# ---- ntt_fifo_ctrl ----
## config.mk

```make
export PLATFORM = sky130hd
export DESIGN_NAME = ntt_fifo_ctrl
export DESIGN_NICKNAME = d
export VERILOG_FILES = /design/src/rtl/ntt_fifo_ctrl_pkg.sv /design/src/rtl/ntt_skid_buf2.sv /design/src/rtl/ntt_fifo_ctrl.sv
export SDC_FILE = /design/constraint.sdc
export NUM_CORES = 1
export LEC_CHECK = 0
export ABC_AREA = 1
export ABC_CLOCK_PERIOD_IN_PS = 8750
export CELL_PAD_IN_SITES_DETAIL_PLACEMENT = 2
export CELL_PAD_IN_SITES_GLOBAL_PLACEMENT = 2
export CORE_AREA = 2 2 219 221
export DETAILED_ROUTE_END_ITERATION = 10
export DIE_AREA = 0 0 221 223
export PLACE_DENSITY_LB_ADDON = 0.1
export SLEW_MARGIN = 20
export SYNTH_ARGS = -nofsm -noshare
export SYNTH_HDL_FRONTEND = slang
export SYNTH_HIERARCHICAL = 1
export SYNTH_SLANG_ARGS = --single-unit
```

## constraint.sdc

```tcl
create_clock -name clk -period 8.75 [get_ports clk]
set_input_delay 0.875 -clock clk [delete_from_list [all_inputs] [get_ports clk]]
set_output_delay 0.875 -clock clk [all_outputs]
set_load 0.005 [all_outputs]
```

## src/rtl/ntt_fifo_ctrl_pkg.sv

```systemverilog
`default_nettype none
// +----------------------------------------------------------------------+
// | Module   : ntt_fifo_ctrl_pkg                                         |
// | Purpose  : Shared state encodings and size helpers for the NTT       |
// |            ping-pong FIFO sequencing controller.                     |
// | Contents : w_state_t, r_state_t, half_of(), cnt_width()              |
// | Revision : 1.0  initial release                                      |
// +----------------------------------------------------------------------+

`ifndef ADDR_WIDTH
`define ADDR_WIDTH 8
`endif

package ntt_fifo_ctrl_pkg;

   // Write-side sequencer states
   typedef enum logic [1:0] {
      W_IDLE = 2'd0,
      W_RUN  = 2'd1,
      W_FIN  = 2'd2
   } w_state_t;

   // Read-side sequencer states
   typedef enum logic [1:0] {
      R_IDLE = 2'd0,
      R_RUN  = 2'd1,
      R_FIN  = 2'd2
   } r_state_t;

   // Number of coefficient pairs per polynomial (N/2)
   function automatic int unsigned half_of(input int unsigned aw);
      return int'(1) << (aw - 1);
   endfunction

   // Beat counter width: indexes 0..HALF-1
   function automatic int unsigned cnt_width(input int unsigned aw);
      return aw - 1;
   endfunction

endpackage : ntt_fifo_ctrl_pkg

`default_nettype wire

```

## src/rtl/ntt_skid_buf2.sv

```systemverilog
`default_nettype none
// +----------------------------------------------------------------------+
// | Module   : ntt_skid_buf2                                             |
// | Purpose  : Two-entry registered FIFO of {last, dA, dB} that absorbs  |
// |            the one-cycle read latency of the polynomial FIFO.        |
// | Ports    : clk, rst          - clock, synchronous active-high reset  |
// |            i_push, i_dA/dB,  - write one entry                       |
// |            i_last                                                    |
// |            i_pop             - consume head (ignored when empty)     |
// |            o_valid, o_dA/dB, - head entry                            |
// |            o_last                                                    |
// |            o_occ             - current occupancy 0..2                |
// | Revision : 1.0  initial release                                      |
// +----------------------------------------------------------------------+

module ntt_skid_buf2 #(
   parameter int DATA_WIDTH = 64
) (
   input  logic                  clk,
   input  logic                  rst,
   input  logic                  i_push,
   input  logic [DATA_WIDTH-1:0] i_dA,
   input  logic [DATA_WIDTH-1:0] i_dB,
   input  logic                  i_last,
   input  logic                  i_pop,
   output logic                  o_valid,
   output logic [DATA_WIDTH-1:0] o_dA,
   output logic [DATA_WIDTH-1:0] o_dB,
   output logic                  o_last,
   output logic [1:0]            o_occ
);

   logic [2*DATA_WIDTH:0] r_mem [0:1];
   logic                  r_wr_ptr;
   logic                  r_rd_ptr;
   logic [1:0]            r_occ;
   logic                  w_pop;

   assign w_pop = i_pop && (r_occ != 2'd0);

   // Storage carries no reset: an entry is only visible once occupancy counts it.
   always_ff @(posedge clk) begin
      if (i_push) begin
         r_mem[r_wr_ptr] <= {i_last, i_dA, i_dB};
      end
   end

   always_ff @(posedge clk) begin
      if (rst) begin
         r_wr_ptr <= 1'b0;
         r_rd_ptr <= 1'b0;
         r_occ    <= 2'd0;
      end else begin
         if (i_push) begin
            r_wr_ptr <= ~r_wr_ptr;
         end
         if (w_pop) begin
            r_rd_ptr <= ~r_rd_ptr;
         end
         case ({i_push, w_pop})
            2'b10:   r_occ <= r_occ + 2'd1;
            2'b01:   r_occ <= r_occ - 2'd1;
            default: r_occ <= r_occ;
         endcase
      end
   end

   assign o_valid                = (r_occ != 2'd0);
   assign {o_last, o_dA, o_dB}   = r_mem[r_rd_ptr];
   assign o_occ                  = r_occ;

endmodule : ntt_skid_buf2

`default_nettype wire

```

## src/rtl/ntt_fifo_ctrl.sv

```systemverilog
`default_nettype none
// +----------------------------------------------------------------------+
// | Module   : ntt_fifo_ctrl                                             |
// | Purpose  : Sequences one ping-pong NTT polynomial FIFO: upstream     |
// |            pairs become slot writes, slot reads become a downstream  |
// |            pair stream, with per-polynomial finish pulses.           |
// | Ports    : clk, rst                 - clock, sync active-high reset  |
// |            in_valid/in_ready,       - upstream pair handshake        |
// |            in_dA/in_dB                                               |
// |            src_addrA/B, src_dA/B,   - FIFO write port                |
// |            src_wr_en, src_wr_finish,                                 |
// |            src_full                                                  |
// |            snk_addrA/B, snk_rd_en,  - FIFO read port                 |
// |            snk_dA/B, snk_rd_finish,                                  |
// |            snk_empty                                                 |
// |            out_valid/out_ready,     - downstream pair handshake      |
// |            out_dA/out_dB, out_last                                   |
// | Revision : 1.0  initial release                                      |
// +----------------------------------------------------------------------+

module ntt_fifo_ctrl
   import ntt_fifo_ctrl_pkg::*;
#(
   parameter int ADDR_WIDTH = `ADDR_WIDTH,
   parameter int DATA_WIDTH = 64
) (
   input  logic                  clk,
   input  logic                  rst,
   // upstream
   input  logic                  in_valid,
   output logic                  in_ready,
   input  logic [DATA_WIDTH-1:0] in_dA,
   input  logic [DATA_WIDTH-1:0] in_dB,
   // FIFO source (write) side
   output logic [ADDR_WIDTH-1:0] src_addrA,
   output logic [ADDR_WIDTH-1:0] src_addrB,
   output logic [DATA_WIDTH-1:0] src_dA,
   output logic [DATA_WIDTH-1:0] src_dB,
   output logic                  src_wr_en,
   output logic                  src_wr_finish,
   input  logic                  src_full,
   // FIFO sink (read) side
   output logic [ADDR_WIDTH-1:0] snk_addrA,
   output logic [ADDR_WIDTH-1:0] snk_addrB,
   output logic                  snk_rd_en,
   input  logic [DATA_WIDTH-1:0] snk_dA,
   input  logic [DATA_WIDTH-1:0] snk_dB,
   output logic                  snk_rd_finish,
   input  logic                  snk_empty,
   // downstream
   output logic                  out_valid,
   input  logic                  out_ready,
   output logic [DATA_WIDTH-1:0] out_dA,
   output logic [DATA_WIDTH-1:0] out_dB,
   output logic                  out_last
);

   localparam int unsigned         c_CW   = cnt_width(ADDR_WIDTH);
   localparam int unsigned         c_HALF = half_of(ADDR_WIDTH);
   localparam logic [c_CW-1:0]     c_LAST = c_CW'(c_HALF - 1);
   localparam logic [c_CW-1:0]     c_ONE  = c_CW'(1);

   // ------------------------------------------------------------------
   // Common
   // ------------------------------------------------------------------
   logic r_rst_q;
   logic w_live;

   always_ff @(posedge clk) begin
      r_rst_q <= rst;
   end

   // Handshakes stay closed during reset and the cycle after it, so the
   // FIFO (reset by the same rst) has settled before the first transfer.
   assign w_live = !rst && !r_rst_q;

   // ------------------------------------------------------------------
   // Write side
   // ------------------------------------------------------------------
   w_state_t          r_wstate;
   logic [c_CW-1:0]   r_wcnt;
   logic              w_in_ready;
   logic              w_wr_acc;

   always_comb begin
      w_in_ready = 1'b0;
      case (r_wstate)
         W_IDLE:  w_in_ready = !src_full;
         W_RUN:   w_in_ready = 1'b1;    // slot already claimed
         default: w_in_ready = 1'b0;
      endcase
      w_in_ready = w_in_ready && w_live;
   end

   assign w_wr_acc = in_valid && w_in_ready;

   always_ff @(posedge clk) begin
      if (rst) begin
         r_wstate <= W_IDLE;
         r_wcnt   <= '0;
      end else begin
         case (r_wstate)
            W_IDLE, W_RUN: begin
               if (w_wr_acc) begin
                  if (r_wcnt == c_LAST) begin
                     r_wstate <= W_FIN;
                     r_wcnt   <= '0;
                  end else begin
                     r_wstate <= W_RUN;
                     r_wcnt   <= r_wcnt + c_ONE;
                  end
               end
            end
            W_FIN: begin
               r_wstate <= W_IDLE;
            end
            default: begin
               r_wstate <= W_IDLE;
               r_wcnt   <= '0;
            end
         endcase
      end
   end

   assign in_ready      = w_in_ready;
   assign src_wr_en     = w_wr_acc;
   assign src_addrA     = {1'b0, r_wcnt};
   assign src_addrB     = {1'b1, r_wcnt};
   assign src_dA        = in_dA;
   assign src_dB        = in_dB;
   assign src_wr_finish = (r_wstate == W_FIN) && !rst;

   // ------------------------------------------------------------------
   // Read side
   // ------------------------------------------------------------------
   r_state_t          r_rstate;
   logic [c_CW-1:0]   r_rcnt;
   logic              r_inflight;
   logic              r_issue_last;
   logic              w_rd_allowed;
   logic              w_room;
   logic              w_issue;
   logic              w_pop;
   logic [2:0]        w_pend;
   logic [1:0]        w_occ;
   logic              w_skid_valid;
   logic              w_skid_last;

   always_comb begin
      w_rd_allowed = 1'b0;
      case (r_rstate)
         R_IDLE:  w_rd_allowed = !snk_empty;
         R_RUN:   w_rd_allowed = 1'b1;
         default: w_rd_allowed = 1'b0;
      endcase
   end

   // Issue only if the read (plus any read whose data lands next cycle)
   // is guaranteed a skid slot: occ + inflight - pop < 2.
   assign w_pend  = {1'b0, w_occ} + {2'b00, r_inflight};
   assign w_room  = w_pend < (3'd2 + {2'b00, w_pop});
   assign w_issue = w_rd_allowed && w_room && w_live;

   always_ff @(posedge clk) begin
      if (rst) begin
         r_rstate     <= R_IDLE;
         r_rcnt       <= '0;
         r_inflight   <= 1'b0;
         r_issue_last <= 1'b0;
      end else begin
         r_inflight   <= w_issue;
         r_issue_last <= w_issue && (r_rcnt == c_LAST);
         case (r_rstate)
            R_IDLE, R_RUN: begin
               if (w_issue) begin
                  if (r_rcnt == c_LAST) begin
                     r_rstate <= R_FIN;
                     r_rcnt   <= '0;
                  end else begin
                     r_rstate <= R_RUN;
                     r_rcnt   <= r_rcnt + c_ONE;
                  end
               end
            end
            R_FIN: begin
               // snk_empty is next looked at in R_IDLE, after the FIFO
               // has advanced its read pointer on this pulse.
               r_rstate <= R_IDLE;
            end
            default: begin
               r_rstate <= R_IDLE;
               r_rcnt   <= '0;
            end
         endcase
      end
   end

   assign snk_rd_en     = w_issue;
   assign snk_addrA     = {1'b0, r_rcnt};
   assign snk_addrB     = {1'b1, r_rcnt};
   assign snk_rd_finish = (r_rstate == R_FIN) && !rst;

   // Read data arrives one cycle after the strobe; capture it then.
   ntt_skid_buf2 #(
      .DATA_WIDTH (DATA_WIDTH)
   ) u_skid (
      .clk     (clk),
      .rst     (rst),
      .i_push  (r_inflight),
      .i_dA    (snk_dA),
      .i_dB    (snk_dB),
      .i_last  (r_issue_last),
      .i_pop   (w_pop),
      .o_valid (w_skid_valid),
      .o_dA    (out_dA),
      .o_dB    (out_dB),
      .o_last  (w_skid_last),
      .o_occ   (w_occ)
   );

   assign out_valid = w_skid_valid && !rst;
   assign out_last  = w_skid_last && out_valid;
   assign w_pop     = out_valid && out_ready;

endmodule : ntt_fifo_ctrl

`default_nettype wire

```

# ---- perf_bcd_conv ----
$ cat src/rtl/tsp_pkg.sv
// Purpose: shared constants and types for the TSP solver display path.
// Latency: n/a (declarations only).
// Backpressure: n/a.
package tsp_pkg;

   // Solver performance word width and number of decimal display digits.
   localparam int PERF_W      = 32;
   localparam int DISP_DIGITS = 6;

   typedef logic [3:0] bcd_digit_t;

   typedef enum logic [1:0] {
      IDLE,
      SHIFT,
      DONE
   } bcd_state_t;

endpackage

$ cat src/rtl/bcd_add3.sv
// Purpose: double-dabble digit correction, adds 3 to a BCD nibble that is 5 or more.
// Latency: combinational.
// Backpressure: none.
// Ports: i_nib  - accumulator nibble before correction (0..9)
//        o_nib  - corrected nibble (0..4 unchanged, 5..9 -> 8..C)
module bcd_add3
   import tsp_pkg::*;
(
   input  bcd_digit_t i_nib,
   output bcd_digit_t o_nib
);

   always_comb begin
      o_nib = i_nib;
      if (i_nib >= 4'd5) begin
         o_nib = i_nib + 4'd3;
      end
   end

endmodule

$ cat src/rtl/perf_bcd_conv.sv
// Purpose: sequential double-dabble binary-to-BCD converter, saturating at 10^DIGITS-1.
// Latency: done pulses IN_W+1 cycles after the accepting edge; one result per IN_W+2 cycles.
// Backpressure: start is only sampled in IDLE; requests while busy are dropped, not queued.
// Ports: clk/rst  - clock, synchronous active-high reset
//        start    - conversion request, bin captured when accepted
//        bin      - unsigned binary input
//        busy     - conversion in progress (SHIFT or DONE state)
//        done     - one-cycle pulse, digits/ovf updated
//        digits   - packed BCD result, [3:0] = ones; held between conversions
//        ovf      - last input was >= 10^DIGITS (digits forced to all nines)
module perf_bcd_conv
   import tsp_pkg::*;
#(
   parameter int IN_W   = PERF_W,
   parameter int DIGITS = DISP_DIGITS
) (
   input  logic                clk,
   input  logic                rst,
   input  logic                start,
   input  logic [IN_W-1:0]     bin,
   output logic                busy,
   output logic                done,
   output logic [DIGITS*4-1:0] digits,
   output logic                ovf
);

   localparam int CNT_W = $clog2(IN_W);
   localparam int ACC_W = DIGITS * 4;

   bcd_state_t       r_state;
   bcd_state_t       w_state_nxt;
   logic [IN_W-1:0]  r_shreg;
   logic [ACC_W-1:0] r_acc;
   logic [ACC_W-1:0] w_acc_adj;
   logic [CNT_W-1:0] r_cnt;
   logic             r_ovf_int;
   logic [ACC_W-1:0] r_digits;
   logic             r_ovf;
   logic             r_done;

   // Per-digit add-3 correction applied before every shift.
   for (genvar g = 0; g < DIGITS; g++) begin : g_add3
      bcd_add3 u_add3 (
         .i_nib (r_acc[g*4 +: 4]),
         .o_nib (w_acc_adj[g*4 +: 4])
      );
   end

   always_ff @(posedge clk) begin
      if (rst) begin
         r_state <= IDLE;
      end else begin
         r_state <= w_state_nxt;
      end
   end

   always_comb begin
      w_state_nxt = r_state;
      case (r_state)
         IDLE:    if (start) w_state_nxt = SHIFT;
         SHIFT:   if (r_cnt == '0) w_state_nxt = DONE;
         DONE:    w_state_nxt = IDLE;
         default: w_state_nxt = IDLE;
      endcase
   end

   always_ff @(posedge clk) begin
      if (rst) begin
         r_shreg   <= '0;
         r_acc     <= '0;
         r_cnt     <= '0;
         r_ovf_int <= 1'b0;
         r_digits  <= '0;
         r_ovf     <= 1'b0;
         r_done    <= 1'b0;
      end else begin
         r_done <= 1'b0;
         case (r_state)
            IDLE: begin
               if (start) begin
                  r_shreg   <= bin;
                  r_acc     <= '0;
                  r_ovf_int <= 1'b0;
                  r_cnt     <= CNT_W'(IN_W - 1);
               end
            end
            SHIFT: begin
               // The bit leaving the top corrected nibble means the running
               // value has reached 10^DIGITS; once set it stays set.
               r_acc     <= {w_acc_adj[ACC_W-2:0], r_shreg[IN_W-1]};
               r_shreg   <= {r_shreg[IN_W-2:0], 1'b0};
               r_ovf_int <= r_ovf_int | w_acc_adj[ACC_W-1];
               if (r_cnt != '0) begin
                  r_cnt <= r_cnt - CNT_W'(1);
               end
            end
            DONE: begin
               r_digits <= r_ovf_int ? {DIGITS{4'h9}} : r_acc;
               r_ovf    <= r_ovf_int;
               r_done   <= 1'b1;
            end
            default: begin
               r_done <= 1'b0;
            end
         endcase
      end
   end

   assign busy   = (r_state != IDLE);
   assign done   = r_done;
   assign digits = r_digits;
   assign ovf    = r_ovf;

endmodule
$ cat config.mk
export PLATFORM = sky130hd
export DESIGN_NAME = perf_bcd_conv
export DESIGN_NICKNAME = d
export VERILOG_FILES = /design/src/rtl/tsp_pkg.sv /design/src/rtl/bcd_add3.sv /design/src/rtl/perf_bcd_conv.sv
export SDC_FILE = /design/constraint.sdc
export NUM_CORES = 1
export LEC_CHECK = 0
export ABC_AREA = 1
export CAP_MARGIN = 0
export CORE_ASPECT_RATIO = 0.8
export CORE_MARGIN = 2
export CORE_UTILIZATION = 30
export CTS_CLUSTER_DIAMETER = 50
export DETAILED_ROUTE_END_ITERATION = 10
export PLACE_DENSITY = 0.47
export SLEW_MARGIN = 5
export SYNTH_ARGS = -nofsm -noshare
export SYNTH_HDL_FRONTEND = slang
export SYNTH_HIERARCHICAL = 1
export SYNTH_SLANG_ARGS = --single-unit
export TNS_END_PERCENT = 100
$ cat constraint.sdc
create_clock -name clk -period 1.32 [get_ports clk]
set_clock_uncertainty 0.05 [all_clocks]
set_input_delay 0.264 -clock clk [delete_from_list [all_inputs] [get_ports clk]]
set_output_delay 0.264 -clock clk [all_outputs]
set_load 0.02 [all_outputs]
# ---- seg7_scan_driver ----
[src/rtl/seg7_scan_driver.sv]
// seg7_scan_driver: time-multiplexed driver for an 8-digit common-anode
// 7-segment display. Eight 4-bit digit registers are loaded through a write
// port, and a prescaled scan counter picks one digit per slot. The anode
// enables and the segments are active-low and registered.
module seg7_scan_driver #(
  parameter int unsigned CLK_DIV = 50000
) (
  input  logic       clk,
  input  logic       rst_n,
  input  logic       en,
  input  logic       wr_en,
  input  logic [2:0] wr_addr,
  input  logic [3:0] wr_data,
  input  logic [7:0] digit_mask,
  output logic [7:0] an,
  output logic [6:0] seg,
  output logic [2:0] scan_idx,
  output logic       frame_tick
);

  localparam logic [23:0] DIV_LAST = 24'(CLK_DIV - 1);

  logic [3:0]  r_digit [8];
  logic [23:0] r_presc;
  logic [2:0]  r_scan_idx;
  logic        r_frame_tick;
  logic [7:0]  r_an;
  logic [6:0]  r_seg;

  logic        w_slot_end;
  logic [3:0]  w_cur_digit;
  logic [6:0]  w_seg_enc;

  // Slot boundary detect and selection of the digit under scan
  always_comb begin
    w_slot_end  = (r_presc == DIV_LAST);
    w_cur_digit = r_digit[r_scan_idx];
  end

  // Hex to active-low segment pattern, bit order g..a
  always_comb begin
    w_seg_enc = 7'h7F;
    case (w_cur_digit)
      4'h0: w_seg_enc = 7'h40;
      4'h1: w_seg_enc = 7'h79;
      4'h2: w_seg_enc = 7'h24;
      4'h3: w_seg_enc = 7'h30;
      4'h4: w_seg_enc = 7'h19;
      4'h5: w_seg_enc = 7'h12;
      4'h6: w_seg_enc = 7'h02;
      4'h7: w_seg_enc = 7'h78;
      4'h8: w_seg_enc = 7'h00;
      4'h9: w_seg_enc = 7'h10;
      4'hA: w_seg_enc = 7'h08;
      4'hB: w_seg_enc = 7'h03;
      4'hC: w_seg_enc = 7'h46;
      4'hD: w_seg_enc = 7'h21;
      4'hE: w_seg_enc = 7'h06;
      4'hF: w_seg_enc = 7'h0E;
      default: w_seg_enc = 7'h7F;
    endcase
  end

  // Digit register file; writes are always accepted, independent of scanning
  always_ff @(posedge clk or negedge rst_n) begin
    if (!rst_n) begin
      for (int unsigned i = 0; i < 8; i++) r_digit[i] <= '0;
    end else if (wr_en) begin
      r_digit[wr_addr] <= wr_data;
    end
  end

  // Prescaler and scan index; both freeze while the display is disabled
  always_ff @(posedge clk or negedge rst_n) begin
    if (!rst_n) begin
      r_presc      <= '0;
      r_scan_idx   <= '0;
      r_frame_tick <= 1'b0;
    end else if (en) begin
      if (w_slot_end) begin
        r_presc    <= '0;
        r_scan_idx <= r_scan_idx + 3'd1;
      end else begin
        r_presc    <= r_presc + 24'd1;
      end
      r_frame_tick <= w_slot_end && (r_scan_idx == 3'd7);
    end else begin
      r_frame_tick <= 1'b0;
    end
  end

  // Registered output stage: one-hot low anode and segments for the current slot
  always_ff @(posedge clk or negedge rst_n) begin
    if (!rst_n) begin
      r_an  <= '1;
      r_seg <= '1;
    end else if (en && digit_mask[r_scan_idx]) begin
      r_an  <= ~(8'b1 << r_scan_idx);
      r_seg <= w_seg_enc;
    end else begin
      r_an  <= '1;
      r_seg <= '1;
    end
  end

  assign an         = r_an;
  assign seg        = r_seg;
  assign scan_idx   = r_scan_idx;
  assign frame_tick = r_frame_tick;

endmodule

[config.mk]
export PLATFORM = sky130hd
export DESIGN_NAME = seg7_scan_driver
export DESIGN_NICKNAME = d
export VERILOG_FILES = /design/src/rtl/seg7_scan_driver.sv
export SDC_FILE = /design/constraint.sdc
export NUM_CORES = 1
export LEC_CHECK = 0
export ABC_AREA = 1
export CORE_MARGIN = 2
export CORE_UTILIZATION = 62
export CTS_BUF_LIST = sky130_fd_sc_hd__clkbuf_16
export DETAILED_ROUTE_END_ITERATION = 8
export PLACE_DENSITY = 0.85
export SLEW_MARGIN = 20
export SYNTH_ARGS = -nofsm -noshare
export SYNTH_HDL_FRONTEND = slang
export SYNTH_SLANG_ARGS = --single-unit
[constraint.sdc]
create_clock -name clk -period 3.3 [get_ports clk]
set_input_delay 0.33 -clock clk [delete_from_list [all_inputs] [get_ports clk]]
set_output_delay 0.33 -clock clk [all_outputs]
set_load 0.1 [all_outputs]

==> gallery <==
Cell outlines without signal wires.
image #1
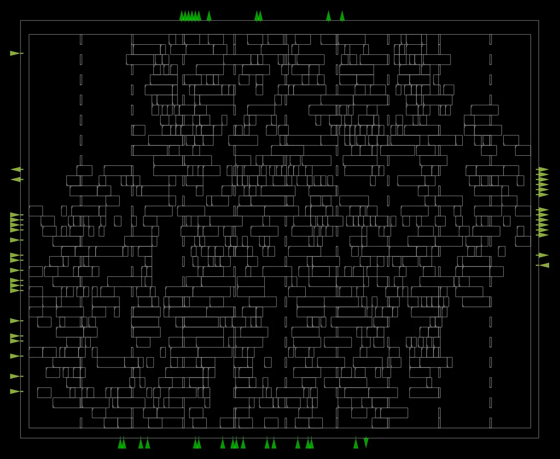
image #2
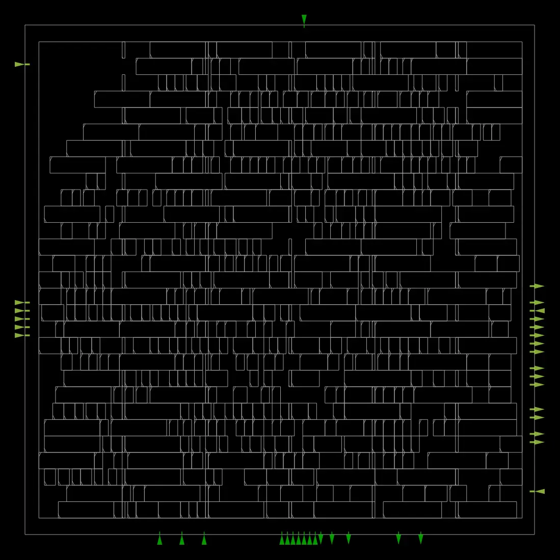
image #3
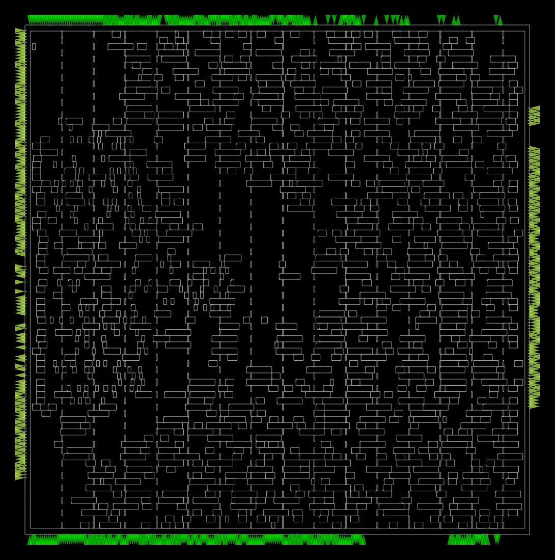
Image #2 comes from seg7_scan_driver.
Image #1 comes from perf_bcd_conv.
Image #3 comes from ntt_fifo_ctrl.

seg7_scan_driver/io_placement.png
(6 px per um) Pins as bars across the die edge, other pins in grey.
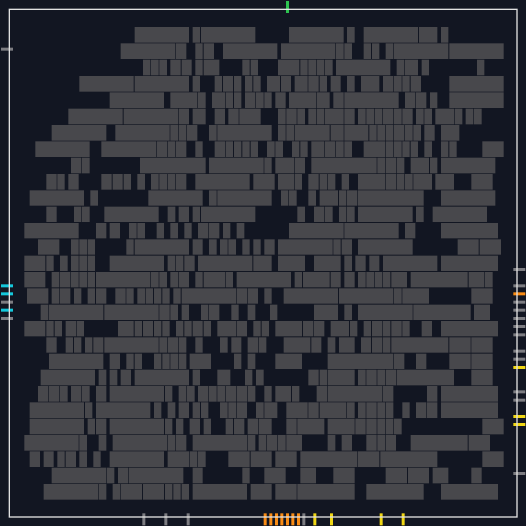
[en] green | pins: 1 | direction: input | edge: top
[wr_addr] cyan | pins: 3 | direction: input | edge: left
[seg] yellow | pins: 7 | direction: output | edge: 4 bottom, 3 right
[digit_mask] orange | pins: 8 | direction: input | edge: 7 bottom, 1 right
all pins by edge: 16 right, 15 bottom, 6 left, 1 top

==> flow_metrics.env, seg7_scan_driver <==
# physical design summary
export IMPL_status="complete, no violations"
export IMPL_worst_setup_path_type="flip-flop to flip-flop"
export IMPL_leakagePower_nw=2.38
export IMPL_final_nets=590
export IMPL_top_area_frac=0.375
export IMPL_route_detailed_drc=0
export IMPL_inverters=78
export IMPL_die_x_um=84.4
export IMPL_placed_area_um2=4430
export IMPL_synthAdderAreaFrac=0.0406
export IMPL_synthTopLogicFamily="simple AND/OR/NAND/NOR gates"
export IMPL_ff2ff_path_depth=10
export IMPL_synth_cells=514
export IMPL_first_pass_iters=6
export IMPL_critPathArrivalTime_ps=2770
export IMPL_p_seq_w=0.00117
export IMPL_grt_usage=0.284
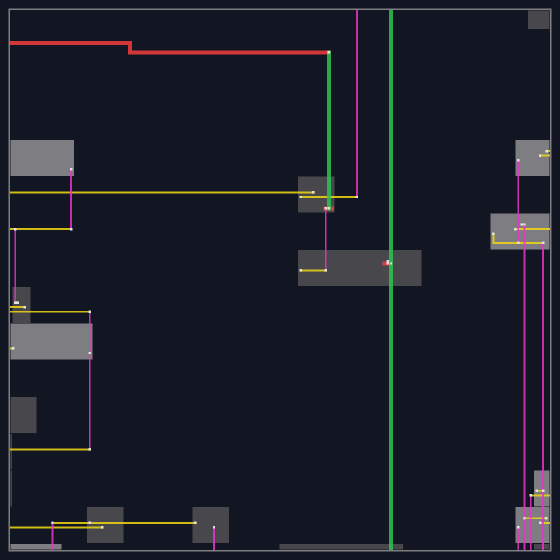
ntt_fifo_ctrl/detail.png
Window x 90 to 130, y 92 to 132 um. Cells in grey, sequential cells in the stronger grey; small squares are vias.
[metal 1] yellow
[metal 3] red
[metal 4] green
[metal 2] magenta
sequential cells in the window: 2
most frequent: buf_4 (3), dfxtp_1 (2)
cells with their middle in the window: 7
netlist names of flops here include: u_skid/o_occ (1), u_skid/r_rd_ptr (1)

==> flow_metrics.env, ntt_fifo_ctrl <==
# physical design summary
export IMPL_status="complete, no violations"
export IMPL_buffer_area_frac=0.194
export IMPL_grt_met3_usage=0.0644
export IMPL_dp_cells=1507
export IMPL_synth_largest_area_cell="edfxtp_1"
export IMPL_reg2reg_to="u_skid/r_mem[0][67]$_DFFE_PP_"
export IMPL_worst_setup_path_type="input port to primary output"
export IMPL_finalMaxSlewViolations=0
export IMPL_synthAdderAreaFrac=0.00528
export IMPL_ys_seq_frac=0.698
export IMPL_finalCriticalPeriod_ps=3790
export IMPL_critPathBufInv=4
export IMPL_critPathLaunch="rst"
export IMPL_synthAoiAreaFrac=0.00888
export IMPL_mux_area_frac=0.123
export IMPL_wl_met2_um=15300
export IMPL_cts_tree="done"
export IMPL_finalHoldViolCount=0
export IMPL_skew_ps=9.11
export IMPL_leakagePower_nw=5.18
export IMPL_p_seq_w=0.00152
export IMPL_synth_async_sr_flop_share=0
export IMPL_final_layout_size_suffix_gt1_frac=0.199
export IMPL_inverters=36
export IMPL_syn_area_um2=11800
export IMPL_synth_cell_types=30
export IMPL_cts_root_buf="clkbuf_16"
export IMPL_grt_busiest_layer="met2"
export IMPL_clk_path_buf_depth=3
export IMPL_die_size_y_um=223
export IMPL_combinationalPowerShare=0.059
export IMPL_lay_top_count="clkdlybuf4s50_1"
export IMPL_lay_top_cells="clkdlybuf4s50_1 (296), edfxtp_1 (258), mux2_2 (129), nand2_1 (47), clkbuf_16 (37)"
export IMPL_powerClk_w=0.00139
export IMPL_p_seq_frac=0.492
export IMPL_routed_wl_um=32300
export IMPL_swShare=0.200
export IMPL_top_cell="edfxtp_1"
export IMPL_gp_congestion=0.713
export IMPL_fp_util=0.251
export IMPL_grt_pass1_vias=7175
export IMPL_h_tree_depth=2
export IMPL_die_x_um=221
export IMPL_p_clk_frac=0.450
export IMPL_ff2ff_path_depth=3
export IMPL_grt_util_met2=0.205
export IMPL_hold_end="u_skid/r_mem[0][128]$_DFFE_PP_"
export IMPL_cts_buffers=36
export IMPL_r2r_setup_slack_ps=6210
export IMPL_grt_usage=0.128
export IMPL_pg_comb_w=0.000181
export IMPL_fin_util=0.328
export IMPL_regArea_um2=8270
export IMPL_path_clk_slew_ps=50
export IMPL_crit_slowest_cell="clkdlybuf4s50_1"
export IMPL_io_pins=557
export IMPL_wl_met3_um=3240
export IMPL_path_cells="clkdlybuf4s50_1 > inv_6 > nand4_1 > nand2_1 > nand2_4 > inv_2 > clkdlybuf4s50_1"
export IMPL_routedWlPerCell_um=20.6
export IMPL_routed_via_density=4.12
export IMPL_area_delta_synth_final_pct=30.6
export IMPL_syn_area_per_cell_um2=15.8
export IMPL_wl_met1_um=13100
export IMPL_comb_area_frac=0.141
export IMPL_placed_area_um2=14400
export IMPL_clk_share=0.0710
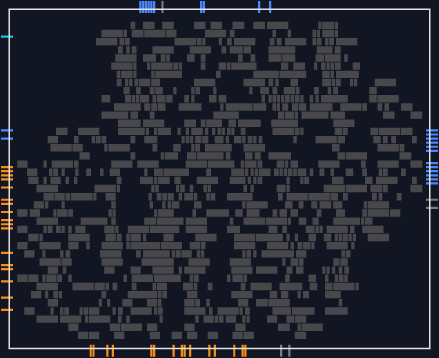
perf_bcd_conv/io_placement.png
(3 px per um) Pins as bars across the die edge, other pins in grey.
[digits] blue | pins: 24 | direction: output | edge: 12 right, 10 top, 2 left
[clk] cyan | pins: 1 | direction: input | edge: left
[bin] orange | pins: 32 | direction: input | edge: 17 left, 15 bottom

==> flow_metrics.env, perf_bcd_conv <==
# physical design summary
export IMPL_status="complete, no violations"
export IMPL_postRouteAntennaNets=0
export IMPL_crit_path_frequent_cell="nand2_2"
export IMPL_r2r_start="r_acc[5]$_SDFFE_PP0P_"
export IMPL_worst_setup_path_type="flip-flop to flip-flop"
export IMPL_fmax_mhz=765
export IMPL_p_seq_frac=0.413
export IMPL_highest_layer="met4"
export IMPL_clk_share=0.0519
export IMPL_slew_headroom=0.806
export IMPL_power_per_cell_area_nw_per_um2=1140
export IMPL_io_pins=62
export IMPL_ff2ff_path_depth=8
export IMPL_met1_usage=0.212
export IMPL_finalSetupViolations=0
export IMPL_xor_area_frac=0.00198
export IMPL_worstHoldStart="digits[12]$_SDFFE_PP0P_"
export IMPL_portBuffers=61
export IMPL_top_cell="nand2_1"
export IMPL_lay_top_cells="nand2_1 (140), dfxtp_1 (75), nand3_1 (66), nor2_1 (38), buf_4 (35)"
export IMPL_leakagePower_nw=2.74
export IMPL_cpPeakStageDelay_ps=360
export IMPL_hpwl_um=7920
export IMPL_synth_cells=565
export IMPL_cts_buffers=9
export IMPL_top_register="r_shreg"
export IMPL_wl_met3_um=498
export IMPL_route_detailed_drc=0
export IMPL_n_all_buffers=120
export IMPL_n_fill_cell=1450
export IMPL_cts_resized=91
export IMPL_buffer_area_frac=0.211
export IMPL_first_pass_iters=6
export IMPL_ctsHoldBuffers=0
export IMPL_fin_util=0.442
export IMPL_drtIter0Drc=183
export IMPL_cts_setup_buffers=1
export IMPL_nClkBuffers=10
export IMPL_mux_area_frac=0
export IMPL_crit_cells=8
export IMPL_vdd_drop_max_v=0.000657
export IMPL_synthAoiAreaFrac=0.186
export IMPL_total_power_w=0.00723
export IMPL_dp_slack_ps=-345
export IMPL_end_kind="flip-flop"
export IMPL_fin_area_um2=6350
export IMPL_hold_class="flip-flop to flip-flop"
export IMPL_grt_overflow_total=0
export IMPL_finalNonFillerCells=850
export IMPL_worst_ep_required_time_ps=1520
export IMPL_comb_cells=405
export IMPL_synthAdderAreaFrac=0.0368
export IMPL_synth_stat_cells=565
export IMPL_top_power_group="registers"
export IMPL_wl_met2_um=5370
export IMPL_die_x_um=140
export IMPL_r2r_setup_slack_ps=10
export IMPL_well_tap_count=184
export IMPL_logic_area_um2=2460
export IMPL_critPathBufInv=1


==> layout pictures side by side <==
Metal 2.
Plate I
(1.5 px per um) Cells faint in the background.
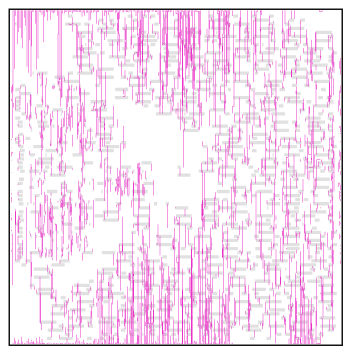
Plate II
(4 px per um) Cells faint in the background.
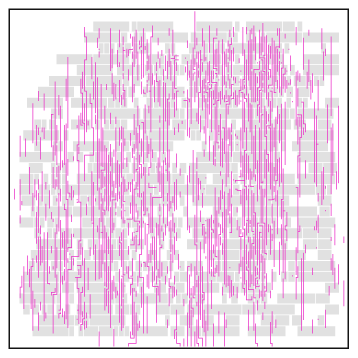
Plate III
(3 px per um) Cells faint in the background.
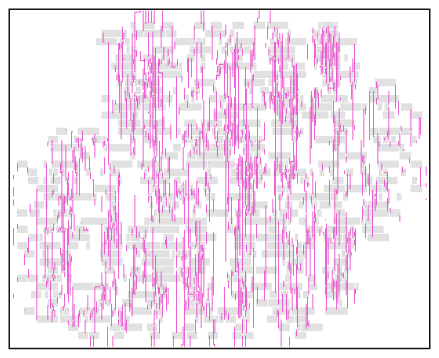
| picture | from |
|---|---|
| Plate I | ntt_fifo_ctrl |
| Plate II | seg7_scan_driver |
| Plate III | perf_bcd_conv |
- largest die: Plate I
- smallest die: Plate II

Key to Plate III:
main direction: vertical
nets with wire on the layer: 573

